==================== linebuf_window_ctrl
==> linebuf_window_ctrl/port_trees.png <==
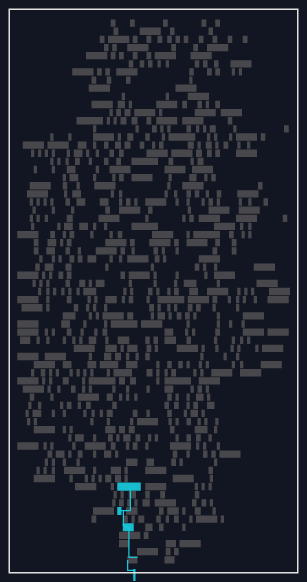

$ cat config.mk
export PLATFORM = sky130hd
export DESIGN_NAME = linebuf_window_ctrl
export DESIGN_NICKNAME = d
export VERILOG_FILES = /design/src/rtl/linebuf_window_ctrl.sv
export SDC_FILE = /design/constraint.sdc
export NUM_CORES = 1
export LEC_CHECK = 0
export ABC_AREA = 1
export CELL_PAD_IN_SITES_DETAIL_PLACEMENT = 1
export CELL_PAD_IN_SITES_GLOBAL_PLACEMENT = 1
export CORE_AREA = 2 2 94 186
export DETAILED_ROUTE_END_ITERATION = 12
export DIE_AREA = 0 0 96 188
export PLACE_DENSITY_LB_ADDON = 0.25
export SETUP_SLACK_MARGIN = 0.05
export SLEW_MARGIN = 40
export SYNTH_ARGS = -nofsm -noshare
export SYNTH_HDL_FRONTEND = slang
export SYNTH_SLANG_ARGS = --single-unit
$ cat constraint.sdc
create_clock -name clk -period 4.6 [get_ports clk]
set_input_delay 0.69 -clock clk [delete_from_list [all_inputs] [get_ports clk]]
set_output_delay 0.69 -clock clk [all_outputs]
set_load 0.1 [all_outputs]
$ cat src/rtl/linebuf_window_ctrl.sv
// Sequencer for the 3x3 line-buffer window datapath: raster input handshake, line-buffer addressing,
// centre-tagged window stream with border flags. Optional stall counter under LBCTRL_STALL_STATS_EN.
module linebuf_window_ctrl #(
  parameter int H_ACTIVE = 640,
  parameter int V_ACTIVE = 480,
  parameter int CW       = 11
) (
  input  logic          clk,
  input  logic          reset,
  input  logic          s_valid,
  output logic          s_ready,
  input  logic          s_sof,
  input  logic          s_eol,
  output logic [CW-1:0] lb_x,
  output logic [CW-1:0] lb_y,
  output logic          lb_we,
  output logic          m_valid,
  input  logic          m_ready,
  output logic [CW-1:0] m_x,
  output logic [CW-1:0] m_y,
  output logic [3:0]    m_border,
  output logic          frame_done,
  output logic          err_sync
`ifdef LBCTRL_STALL_STATS_EN
  ,
  output logic [15:0]   stall_cnt
`endif
);

  localparam logic [CW-1:0] X_LAST = CW'(H_ACTIVE - 1);
  localparam logic [CW-1:0] Y_LAST = CW'(V_ACTIVE - 1);

  typedef enum logic [2:0] {IDLE, FILL, RUN, FLUSH, DRAIN} state_t;

  state_t        state;
  logic [CW-1:0] x_in;
  logic [CW-1:0] y_in;
  logic          p1_valid;
  logic [CW-1:0] p1_x;
  logic [CW-1:0] p1_y;

  logic adv;
  logic active;
  logic take;
  logic sof_take;
  logic eol_bad;

  // In IDLE every offered pixel is consumed; only an SOF pixel is written, the rest are dropped.
  always_comb begin
    adv      = m_ready || !m_valid;
    active   = (state == FILL) || (state == RUN);
    s_ready  = 1'b0;
    if (!reset) begin
      if (state == IDLE) s_ready = s_valid;
      else               s_ready = active && adv;
    end
    take     = s_valid && s_ready;
    sof_take = take && s_sof;
    lb_we    = take && ((state != IDLE) || s_sof);
    lb_x     = sof_take ? '0 : x_in;
    lb_y     = sof_take ? '0 : y_in;
    eol_bad  = lb_we && (s_eol != (lb_x == X_LAST));
  end

  always_ff @(posedge clk) begin
    if (reset) begin
      state      <= IDLE;
      x_in       <= '0;
      y_in       <= '0;
      p1_valid   <= 1'b0;
      p1_x       <= '0;
      p1_y       <= '0;
      m_valid    <= 1'b0;
      m_x        <= '0;
      m_y        <= '0;
      m_border   <= '0;
      frame_done <= 1'b0;
      err_sync   <= 1'b0;
    end else begin
      frame_done <= 1'b0;
      if (eol_bad || (sof_take && active)) err_sync <= 1'b1;

      if (adv) begin
        m_valid  <= p1_valid;
        m_x      <= p1_x;
        m_y      <= p1_y;
        m_border <= {p1_y == '0, p1_y == Y_LAST, p1_x == '0, p1_x == X_LAST};
        p1_valid <= 1'b0;
      end

      case (state)
        IDLE: begin
          if (sof_take) begin
            state <= FILL;
            x_in  <= CW'(1);
            y_in  <= '0;
          end
        end
        FILL, RUN: begin
          if (sof_take) begin
            // Resynchronise: the SOF pixel becomes (0,0) and every in-flight window is discarded.
            state    <= FILL;
            x_in     <= CW'(1);
            y_in     <= '0;
            p1_valid <= 1'b0;
            m_valid  <= 1'b0;
          end else if (take) begin
            if (state == RUN) begin
              p1_valid <= 1'b1;
              p1_x     <= x_in;
              p1_y     <= y_in - CW'(1);
            end
            if (x_in == X_LAST) begin
              x_in <= '0;
              if (state == FILL) begin
                y_in  <= CW'(1);
                state <= RUN;
              end else if (y_in == Y_LAST) begin
                state <= FLUSH;
              end else begin
                y_in <= y_in + CW'(1);
              end
            end else begin
              x_in <= x_in + CW'(1);
            end
          end
        end
        FLUSH: begin
          // The last row has no line below it; its windows are injected without input pixels.
          if (adv) begin
            p1_valid <= 1'b1;
            p1_x     <= x_in;
            p1_y     <= y_in;
            if (x_in == X_LAST) begin
              x_in  <= '0;
              y_in  <= '0;
              state <= DRAIN;
            end else begin
              x_in <= x_in + CW'(1);
            end
          end
        end
        DRAIN: begin
          if (!p1_valid && m_valid && m_ready) begin
            frame_done <= 1'b1;
            state      <= IDLE;
          end else if (!p1_valid && !m_valid) begin
            state <= IDLE;
          end
        end
        default: state <= IDLE;
      endcase
    end
  end

`ifdef LBCTRL_STALL_STATS_EN
  always_ff @(posedge clk) begin
    if (reset || sof_take)                                  stall_cnt <= '0;
    else if (m_valid && !m_ready && (stall_cnt != 16'hFFFF)) stall_cnt <= stall_cnt + 16'd1;
  end
`else
  // Stall statistics disabled: no counter is built.
`endif

endmodule

==================== movavg_capture
**src/rtl/movavg_pkg.sv**
```systemverilog
// Shared constants and types for the movavg core and its capture stage.
// Defining MOVAVG_CAPTURE_ROUND_EN switches movavg_scale from truncation to round-half-up.
package movavg_pkg;

  localparam int MOVAVG_W         = 64;
  localparam int MOVAVG_FRAME_LEN = 64;
  localparam int MOVAVG_TAPS      = 4;
  localparam int MOVAVG_SHIFT     = 2;

  typedef logic [MOVAVG_W-1:0] movavg_word_t;

  // The rounding bias is added one bit wider so an all-ones sum cannot wrap.
  function automatic movavg_word_t movavg_scale(input movavg_word_t sum);
`ifdef MOVAVG_CAPTURE_ROUND_EN
    logic [MOVAVG_W:0] biased;
    biased = {1'b0, sum} + (MOVAVG_W+1)'(MOVAVG_TAPS / 2);
    return movavg_word_t'(biased >> MOVAVG_SHIFT);
`else
    return sum >> MOVAVG_SHIFT;
`endif
  endfunction

endpackage

```
**src/rtl/movavg_capture_fifo.sv**
```systemverilog
// Two-entry synchronous FIFO; head is a registered mux, one-cycle push-to-visible latency.
// A push into a full FIFO is accepted only alongside a pop; the parent owns drop policy.
module movavg_capture_fifo #(
  parameter int W = 64
) (
  input  logic         clk,
  input  logic         reset,
  input  logic         push,
  input  logic [W-1:0] din,
  input  logic         pop,
  output logic [W-1:0] dout,
  output logic         full,
  output logic         empty
);

  logic [W-1:0] mem_q [2];
  logic         wr_ptr_q;
  logic         rd_ptr_q;
  logic [1:0]   count_q;
  logic         do_push;
  logic         do_pop;

  assign empty   = (count_q == 2'd0);
  assign full    = (count_q == 2'd2);
  assign do_pop  = pop && !empty;
  assign do_push = push && (!full || do_pop);
  assign dout    = mem_q[rd_ptr_q];

  // When full, wr_ptr equals rd_ptr, so a push+pop overwrites exactly the departing head.
  always_ff @(posedge clk) begin
    if (reset) begin
      mem_q[0] <= '0;
      mem_q[1] <= '0;
      wr_ptr_q <= 1'b0;
      rd_ptr_q <= 1'b0;
      count_q  <= 2'd0;
    end else begin
      if (do_push) begin
        mem_q[wr_ptr_q] <= din;
        wr_ptr_q        <= ~wr_ptr_q;
      end
      if (do_pop) begin
        rd_ptr_q <= ~rd_ptr_q;
      end
      if (do_push && !do_pop) begin
        count_q <= count_q + 2'd1;
      end else if (!do_push && do_pop) begin
        count_q <= count_q - 2'd1;
      end
    end
  end

endmodule

```
**src/rtl/movavg_capture.sv**
```systemverilog
// Samples movavg dout once per frame, scales to an average, buffers 2 results; valid at phase CAPTURE_OFS+2.
// Drops a result pushed into a full buffer with no pop and sets sticky overflow; MOVAVG_CAPTURE_ROUND_EN enables rounding.
module movavg_capture
  import movavg_pkg::*;
#(
  parameter int  FRAME_LEN   = MOVAVG_FRAME_LEN,
  parameter int  CAPTURE_OFS = 4,
  parameter int  SKIP_FRAMES = 1,
  localparam int PHASE_W     = $clog2(FRAME_LEN)
) (
  input  logic               clk,
  input  logic               reset,
  input  movavg_word_t       dout_in,
  output movavg_word_t       avg_out,
  output logic               avg_valid,
  input  logic               avg_ready,
  output logic [PHASE_W-1:0] phase,
  output logic               overflow
);

  localparam int SKIP_W = (SKIP_FRAMES < 1) ? 1 : $clog2(SKIP_FRAMES + 1);

  logic [PHASE_W-1:0] phase_q, phase_d;
  logic [SKIP_W-1:0]  skip_q, skip_d;
  movavg_word_t       cap_q, cap_d;
  logic               pend_q, pend_d;
  logic               ovf_q, ovf_d;

  logic capture;
  logic skipping;
  logic pop;
  logic fifo_full;
  logic fifo_empty;

  assign avg_valid = !fifo_empty;
  assign pop       = avg_valid && avg_ready;
  assign phase     = phase_q;
  assign overflow  = ovf_q;

  always_comb begin
    phase_d  = (phase_q == PHASE_W'(FRAME_LEN - 1)) ? '0 : phase_q + 1'b1;
    capture  = (phase_q == PHASE_W'(CAPTURE_OFS));
    skipping = (skip_q < SKIP_W'(SKIP_FRAMES));
    cap_d    = capture ? dout_in : cap_q;
    // Captures taken while still skipping never become pushes, so they cannot overflow.
    pend_d   = capture && !skipping;
    skip_d   = (capture && skipping) ? skip_q + 1'b1 : skip_q;
    ovf_d    = ovf_q || (pend_q && fifo_full && !pop);
  end

  always_ff @(posedge clk) begin
    if (reset) begin
      phase_q <= '0;
      skip_q  <= '0;
      cap_q   <= '0;
      pend_q  <= 1'b0;
      ovf_q   <= 1'b0;
    end else begin
      phase_q <= phase_d;
      skip_q  <= skip_d;
      cap_q   <= cap_d;
      pend_q  <= pend_d;
      ovf_q   <= ovf_d;
    end
  end

  movavg_capture_fifo #(
    .W (MOVAVG_W)
  ) u_fifo (
    .clk   (clk),
    .reset (reset),
    .push  (pend_q),
    .din   (movavg_scale(cap_q)),
    .pop   (pop),
    .dout  (avg_out),
    .full  (fifo_full),
    .empty (fifo_empty)
  );

endmodule
```
**config.mk**
```make
export PLATFORM = sky130hd
export DESIGN_NAME = movavg_capture
export DESIGN_NICKNAME = d
export VERILOG_FILES = /design/src/rtl/movavg_pkg.sv /design/src/rtl/movavg_capture_fifo.sv /design/src/rtl/movavg_capture.sv
export SDC_FILE = /design/constraint.sdc
export NUM_CORES = 1
export LEC_CHECK = 0
export ABC_AREA = 1
export CAP_MARGIN = 5
export CELL_PAD_IN_SITES_DETAIL_PLACEMENT = 0
export CELL_PAD_IN_SITES_GLOBAL_PLACEMENT = 1
export CORE_ASPECT_RATIO = 0.8
export CORE_MARGIN = 2
export CORE_UTILIZATION = 38
export CTS_BUF_LIST = sky130_fd_sc_hd__clkbuf_4 sky130_fd_sc_hd__clkbuf_8
export DETAILED_ROUTE_END_ITERATION = 7
export PLACE_DENSITY = 0.81
export SYNTH_ARGS = -nofsm -noshare
export SYNTH_HDL_FRONTEND = slang
export SYNTH_SLANG_ARGS = --single-unit
```
**constraint.sdc**
```tcl
create_clock -name clk -period 2.8 [get_ports clk]
set_input_delay 0.56 -clock clk [delete_from_list [all_inputs] [get_ports clk]]
set_output_delay 0.56 -clock clk [all_outputs]
set_load 0.01 [all_outputs]
```
==================== uart_tx_arbiter
## config.mk

```make
export PLATFORM = sky130hd
export DESIGN_NAME = uart_tx_arbiter
export DESIGN_NICKNAME = d
export VERILOG_FILES = /design/src/rtl/uart_tx_arbiter.sv
export SDC_FILE = /design/constraint.sdc
export NUM_CORES = 1
export LEC_CHECK = 0
export ABC_AREA = 0
export CORE_MARGIN = 2
export CORE_UTILIZATION = 40
export CTS_BUF_LIST = sky130_fd_sc_hd__clkbuf_16
export DETAILED_ROUTE_END_ITERATION = 10
export GPL_ROUTABILITY_DRIVEN = 1
export GPL_TIMING_DRIVEN = 0
export PLACE_DENSITY = 0.76
export SETUP_SLACK_MARGIN = 0.5
export SLEW_MARGIN = 20
export SYNTH_ARGS = -nofsm -noshare
export SYNTH_HDL_FRONTEND = slang
export SYNTH_SLANG_ARGS = --single-unit
```

## constraint.sdc

```tcl
create_clock -name clk_fpga -period 2.47 [get_ports clk_fpga]
set_clock_uncertainty 0.1 [all_clocks]
set_input_delay 0.247 -clock clk_fpga [delete_from_list [all_inputs] [get_ports clk_fpga]]
set_output_delay 0.247 -clock clk_fpga [all_outputs]
set_load 0.1 [all_outputs]
```

## src/rtl/uart_tx_arbiter.sv

```systemverilog
// Round-robin arbiter sharing one UART transmitter among 4 byte requesters; handshake in IDLE, tx_start the next cycle.
// Backpressure: req_ready only in IDLE with tx_busy low. Optional tag-byte prefix enabled by `define UART_TX_TAG_EN.
module uart_tx_arbiter #(
    parameter logic [7:0] TAG_BASE    = 8'h30,
    parameter int         ACK_TIMEOUT = 15
) (
    input  logic        clk_fpga,
    input  logic        reset_n,
    input  logic [3:0]  req_valid,
    input  logic [31:0] req_data,
    output logic [3:0]  req_ready,
    output logic        tx_start,
    output logic [7:0]  tx_data,
    input  logic        tx_busy,
    output logic [1:0]  grant_id,
    output logic        active
);

`ifdef UART_TX_TAG_EN
    localparam bit TAG_EN = 1'b1;
`else
    localparam bit TAG_EN = 1'b0;
`endif
    localparam int CW = $clog2(ACK_TIMEOUT + 1);

    typedef enum logic [2:0] {
        IDLE,
        SEND_TAG,
        SEND_DATA,
        WAIT_ACK,
        WAIT_DONE
    } state_t;

    state_t          state, state_nxt;
    logic [1:0]      rr_ptr;
    logic [7:0]      data_q;
    logic            is_tag;
    logic [CW-1:0]   cnt, cnt_nxt;
    logic            win_vld;
    logic [1:0]      win_idx;
    logic [1:0]      cand;
    logic            hs;
    logic            byte_done;
    logic [7:0]      tag_byte;

    // Search starts one past the last winner and wraps, so rr_ptr itself is tried last.
    always_comb begin
        win_vld = 1'b0;
        win_idx = rr_ptr;
        cand    = rr_ptr;
        for (int k = 1; k <= 4; k++) begin
            cand = rr_ptr + 2'(k);
            if (!win_vld && req_valid[cand]) begin
                win_vld = 1'b1;
                win_idx = cand;
            end
        end
    end

    always_comb begin
        state_nxt = state;
        cnt_nxt   = '0;
        hs        = 1'b0;
        byte_done = 1'b0;
        case (state)
            IDLE: begin
                if (reset_n && !tx_busy && win_vld) begin
                    hs        = 1'b1;
                    state_nxt = TAG_EN ? SEND_TAG : SEND_DATA;
                end
            end
            SEND_TAG, SEND_DATA: state_nxt = WAIT_ACK;
            WAIT_ACK: begin
                if (tx_busy) begin
                    state_nxt = WAIT_DONE;
                end else if (cnt == CW'(ACK_TIMEOUT - 1)) begin
                    // Transmitter never acknowledged: drop the byte as if sent.
                    byte_done = 1'b1;
                end else begin
                    cnt_nxt = cnt + 1'b1;
                end
            end
            WAIT_DONE: begin
                if (!tx_busy) byte_done = 1'b1;
            end
            default: state_nxt = IDLE;
        endcase
        if (byte_done) state_nxt = is_tag ? SEND_DATA : IDLE;
    end

    always_ff @(posedge clk_fpga or negedge reset_n) begin
        if (!reset_n) begin
            state    <= IDLE;
            cnt      <= '0;
            rr_ptr   <= 2'd3;
            grant_id <= 2'd0;
            data_q   <= 8'h00;
            is_tag   <= 1'b0;
        end else begin
            state <= state_nxt;
            cnt   <= cnt_nxt;
            if (hs) begin
                rr_ptr   <= win_idx;
                grant_id <= win_idx;
                data_q   <= req_data[{win_idx, 3'b000} +: 8];
                is_tag   <= TAG_EN;
            end else if (byte_done && is_tag) begin
                is_tag <= 1'b0;
            end
        end
    end

    // tx_data follows registered state only, so it holds between start pulses.
    assign tag_byte  = TAG_BASE + {6'b000000, grant_id};
    assign tx_data   = is_tag ? tag_byte : data_q;
    assign tx_start  = (state == SEND_TAG) || (state == SEND_DATA);
    assign active    = (state != IDLE);
    assign req_ready = hs ? 4'(4'b0001 << win_idx) : 4'b0000;

endmodule

```

==> movavg_capture/m3.png <==
The bar under the picture is 50 um long.
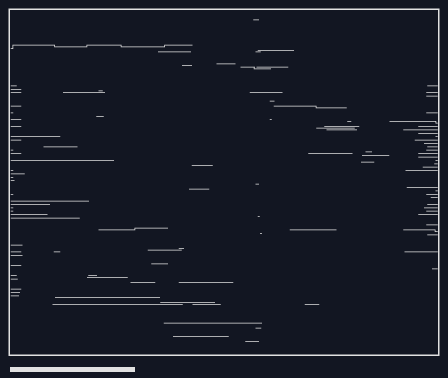
- wire length on this layer: 1060 um
- nets with wire on the layer: 86
- longest straight run: 52.0 um

==> tab_implementation.tex, movavg_capture <==
% Yosys + OpenROAD metrics
\begin{tabular}{lr}
\hline
Metric & Value \\
\hline
\multicolumn{2}{l}{\textbf{Status}} \\
Outcome & finished clean \\
\multicolumn{2}{l}{\textbf{Synth}} \\
Number of instances in the synthesized netlist & 885 \\
Area fraction in mux cells & 0.08158 \\
Mapped Area & around 8600 um2 \\
\multicolumn{2}{l}{\textbf{Placed design}} \\
Cell area reported after detailed placement & 10240 um2 \\
\multicolumn{2}{l}{\textbf{Drt}} \\
Top routing layer used & met4 \\
Final routed wire length divided by cell count & 14.73 um \\
Pre-antenna DRT Iters & 5 \\
\multicolumn{2}{l}{\textbf{STA}} \\
Slew HR & 0.4962 \\
\multicolumn{2}{l}{\textbf{Layout}} \\
Ratio of cells with drive above 1 in the final layout & 0.1203 \\
Fill cell total of the finished layout & between 2k and 2.5k \\
\multicolumn{2}{l}{\textbf{Power and ir drop}} \\
Part of the power in combinational logic & 0.126 \\
Switching power & around 0.0015 W \\
Power in sequential cells & $\sim$0.0033 W \\
\multicolumn{2}{l}{\textbf{Global route}} \\
Met1 demand-to-capacity share in global routing & 0.2133 \\
\multicolumn{2}{l}{\textbf{Clock tree}} \\
Sinks on Clock Net & 200 \\
\hline
\end{tabular}
[movavg_capture: Yosys cell counts]
cell type,number,area [um2]
buf_1,10,37.54
conb_1,1,3.750
clkbuf_2,1,5.000
nand2_1,80,300.3
buf_2,15,75.07
ha_1,3,37.54
mux2_2,62,698.2
nor3_1,2,10.01
nor2_4,3,33.78
nand4_1,65,406.6
clkbuf_1,25,93.84
edfxtp_1,124,3724
nand3_1,6,30.03
nand4_2,1,12.51
inv_2,5,18.77
a21oi_1,5,25.02
inv_1,137,514.2
nor2_1,257,964.7
xor2_1,1,8.760
o21ai_0,3,15.01
o21bai_1,1,7.510
dfxtp_1,76,1521
buf_4,2,15.01
[movavg_capture: worst paths after layout]
| check | from | endpoint | slack (ps) | cells after the start |
|---|---|---|---|---|
| setup / recovery | flop | avg_out[30] | 200 | 3 |
| hold / removal | skip_q$_SDFFE_PP0P_ | pend_q$_SDFF_PP0_ | 450 | 2 |
| setup reg to reg | u_fifo.count_q[0]$_SDFFE_PP0P_ | u_fifo.mem_q[1][39]$_SDFFCE_PN0P_ | 1050 | 5 |
| hold reg to reg | skip_q$_SDFFE_PP0P_ | pend_q$_SDFF_PP0_ | 450 | 2 |
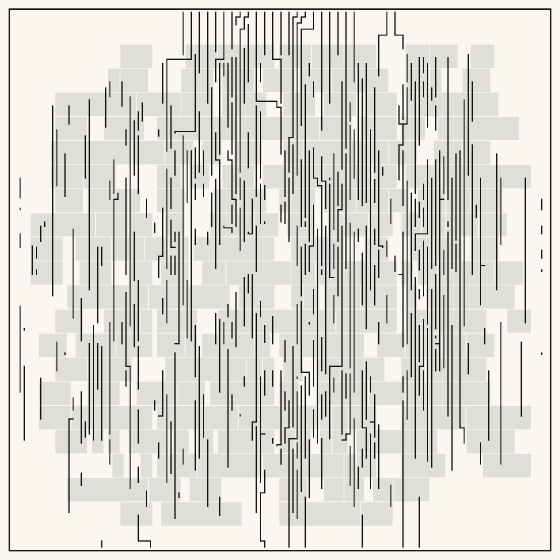
(uart_tx_arbiter/m2.png)
Cells faint in the background.
- wire length on this layer: 2320 um
- main direction: vertical
- nets with wire on the layer: 226
- longest straight run: 31.2 um

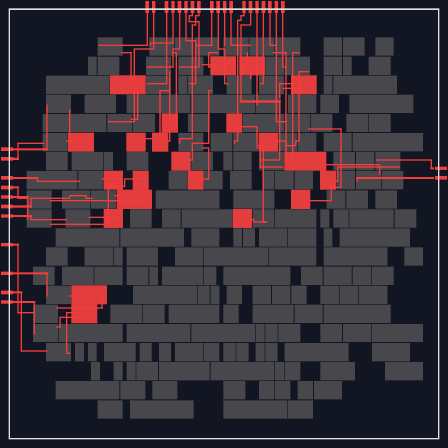
(uart_tx_arbiter/port_trees.png)
- `req_data`: red (bits 32; direction input; edge 19 top, 11 left, 2 right; end cells 24; buffers 32; wire 643 um)
I/O Buffers: 54
Top Ports: 55

==> tab_implementation.tex, uart_tx_arbiter <==
% Yosys + OpenROAD metrics
\begin{tabular}{lr}
\hline
Metric & Value \\
\hline
\multicolumn{2}{l}{\textbf{Layout}} \\
Non-Filler Instances & 256 \\
Synth-to-layout area growth & 80.44\% \\
Count of sequential standard cells & 19 \\
\multicolumn{2}{l}{\textbf{Drt}} \\
Final ANT Viol Nets & 0 \\
Post-Route M1 WL & around 1.9 mm \\
Final routed wire length divided by cell count & approximately 18 um \\
\multicolumn{2}{l}{\textbf{Synth}} \\
Syn. warnings & 0 \\
Top FF cell, synth & dfrtp\_1 \\
Area share of and-or/or-and cells after synthesis & 0.2534 \\
\multicolumn{2}{l}{\textbf{Clock tree}} \\
Gates resized, CTS repair & 74 \\
Insertion Delay late pin & $\sim$250 ps \\
Sinks on Clock Net & 19 \\
\multicolumn{2}{l}{\textbf{Worst hold path}} \\
WHS Path Cells & 1 \\
Launch point of the worst hold path & grant\_id[1]\$\_DFFE\_PN0P\_ \\
\multicolumn{2}{l}{\textbf{Global route}} \\
Global route hottest layer & met2 \\
\multicolumn{2}{l}{\textbf{Power and ir drop}} \\
Largest voltage drop on the vdd net & approximately 0.67 mV \\
Seq pwr share & 0.182 \\
\multicolumn{2}{l}{\textbf{Placed design}} \\
Routability congestion estimate & $\sim$0.8 \\
\multicolumn{2}{l}{\textbf{Status}} \\
Outcome & finished clean \\
\multicolumn{2}{l}{\textbf{Critical path}} \\
Reg2reg start & rr\_ptr[1]\$\_DFFE\_PN1P\_ \\
\hline
\end{tabular}
==> uart_tx_arbiter: synthesized netlist by cell type, drive strengths merged, types with 3 or more instances <==
library cell and count:
dfrtp 17, nand2b 3, and2 3, o211ai 8
a21oi 6, a211o 8, nand2 13, nand4 10
nand3 3, mux2i 8, o31ai 8, a21o 4
buf 5, nor3 3, nor2 12
==> uart_tx_arbiter: registers in the layout (all words and copies together) (netlist names) <==
signal / cells
data_q: 8
rr_ptr: 2
grant_id: 2
cnt: 4
state: 3
==> uart_tx_arbiter: cell usage in the layout, fill, tap and decap left out, drive strengths merged, types with 2 or more instances in the layout <==
master	count
o211ai	8
clkbuf	4
dfrtp	17
o31ai	8
buf	31
clkdlybuf4s15	2
and2	3
nand2	13
dlygate4sd3	2
o21ai	2
xnor2	2
ha	2
mux2i	8
nand3	3
dlygate4sd2	14
nand4	10
clkdlybuf4s50	33
nor2	12
nand2b	3
dfstp	2
a21o	4
nor3	3
a211o	8
inv	2
a21oi	6
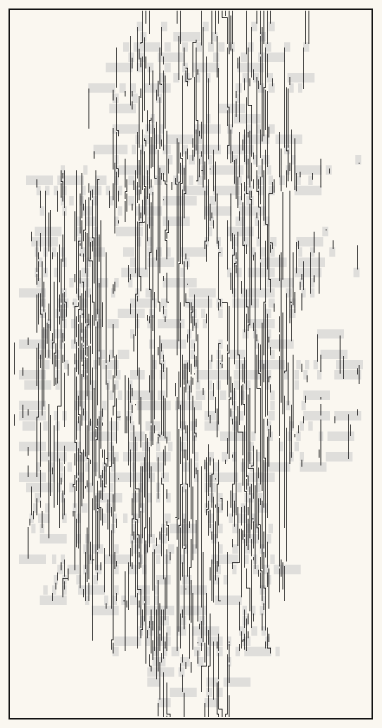
(linebuf_window_ctrl/m2.png)
Cells faint in the background.
- longest straight run: 60.5 um
- nets with wire on the layer: 569
- wire length on this layer: 8430 um
- share of all routed wire: 59%
overall routed net length: 14.19 mm
met2 routing resource usage after global routing: 0.3325
via count of the routed design: 4172

## Picture notes: linebuf_window_ctrl/port_trees.png
- `s_valid`: cyan (bits 1; direction input; edge bottom; end cells 3; buffers 1; wire 38.4 um)
Top Ports: 59
I/O Buffers: 58

==> tab_implementation.tex, linebuf_window_ctrl <==
% Yosys + OpenROAD metrics
\begin{tabular}{lr}
\hline
Metric & Value \\
\hline
\multicolumn{2}{l}{\textbf{Clock tree}} \\
Maximum level of the CTS H-tree & 3 \\
Number of CTS-inserted buffers & 9 \\
Clock transition at the registers of the reported paths & about 70 ps \\
Root Buffer & clkbuf\_16 \\
\multicolumn{2}{l}{\textbf{Global route}} \\
Overflow left after global routing & 0 \\
Number of global-route vias before repair & 4508 \\
\multicolumn{2}{l}{\textbf{Floorplan}} \\
Pre-Place Util & 0.2528 \\
\multicolumn{2}{l}{\textbf{Power and ir drop}} \\
Largest voltage drop on the vdd net & $\sim$0.53 mV \\
\multicolumn{2}{l}{\textbf{Synth}} \\
Portion of the post-synthesis area used by sequential elements & 0.3655 \\
Top-count cell post-synth & nand2\_1 \\
\multicolumn{2}{l}{\textbf{Status}} \\
Outcome & finished clean \\
\multicolumn{2}{l}{\textbf{STA}} \\
Fmax & roughly 0.28 GHz \\
\multicolumn{2}{l}{\textbf{Layout}} \\
Clock buffers & 9 \\
Count of sequential standard cells & between 70 and 80 \\
\multicolumn{2}{l}{\textbf{Worst hold path}} \\
WHS Path Cells & 2 \\
\multicolumn{2}{l}{\textbf{Critical path}} \\
Instance count on the critical path & 8 \\
\hline
\end{tabular}
[linebuf_window_ctrl: power by group]
part	leakage [nW]	switching (W)	internal (W)	total [W]
clock	0.136	0.000330	0.000378	0.000709
sequential	0.627	0.000209	0.000834	0.00104
combinational	1.62	0.00179	0.000684	0.00248
[linebuf_window_ctrl: layout by cell type, fill, tap and decap left out, types with 2 or more instances in the layout]
| cell type | n |
|---|---|
| inv_2 | 9 |
| a21oi_1 | 32 |
| o21ai_0 | 46 |
| inv_1 | 62 |
| clkinvlp_4 | 2 |
| inv_6 | 2 |
| nand2_4 | 3 |
| nor3_1 | 21 |
| dfxtp_1 | 77 |
| nand2_1 | 129 |
| nand2_2 | 7 |
| xor2_1 | 19 |
| inv_8 | 2 |
| nand3_2 | 4 |
| nor4_1 | 5 |
| o21bai_1 | 3 |
| nor2_1 | 113 |
| buf_4 | 3 |
| nor2_2 | 3 |
| buf_12 | 24 |
| nand3_1 | 27 |
| buf_2 | 29 |
| nor2_4 | 3 |
| ha_1 | 3 |
| clkbuf_16 | 9 |
| o21ai_1 | 14 |
| nand3_4 | 2 |
| clkdlybuf4s50_1 | 5 |
| nand3b_1 | 2 |
| nand4_1 | 12 |

==> screenshots <==
Placed cells, one color a class.
Fill, decap, tap and diode cells in gray.
shot_01.png
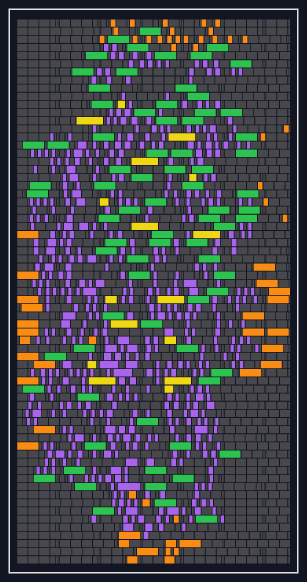
shot_02.png
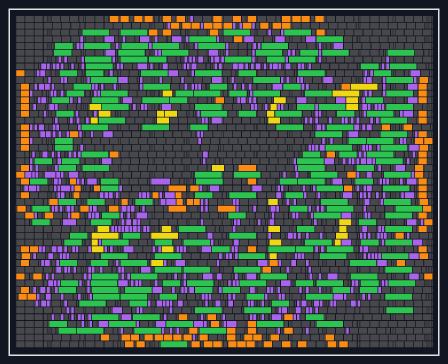
shot_03.png
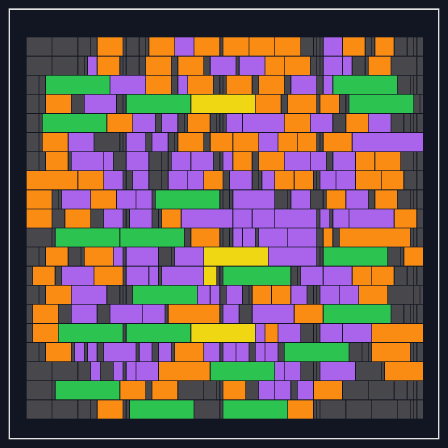
shot_03.png is uart_tx_arbiter.
shot_01.png is linebuf_window_ctrl.
shot_02.png is movavg_capture.
- most sequential cells: shot_02.png
- highest utilization: shot_03.png

Key to shot_02.png:
- registers: green (cells 200)
- remaining logic cells: purple (cells 633)
- clock drivers and dummy loads: yellow (cells 32)
- remaining buffers and delay cells: orange (cells 149)



==> screenshots <==
Placed standard cells.
picture 1
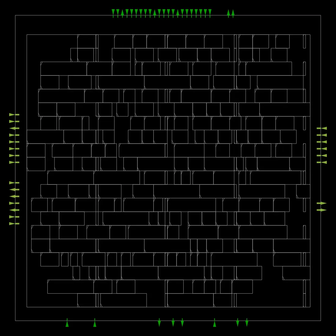
picture 2
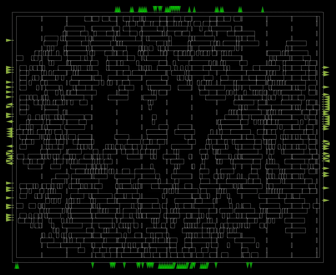
picture 3
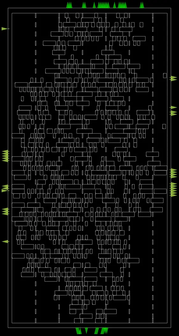
picture 3 -> linebuf_window_ctrl
picture 2 -> movavg_capture
picture 1 -> uart_tx_arbiter
Of these, highest utilization: picture 1

Power is estimated from default activity; no workload was simulated.
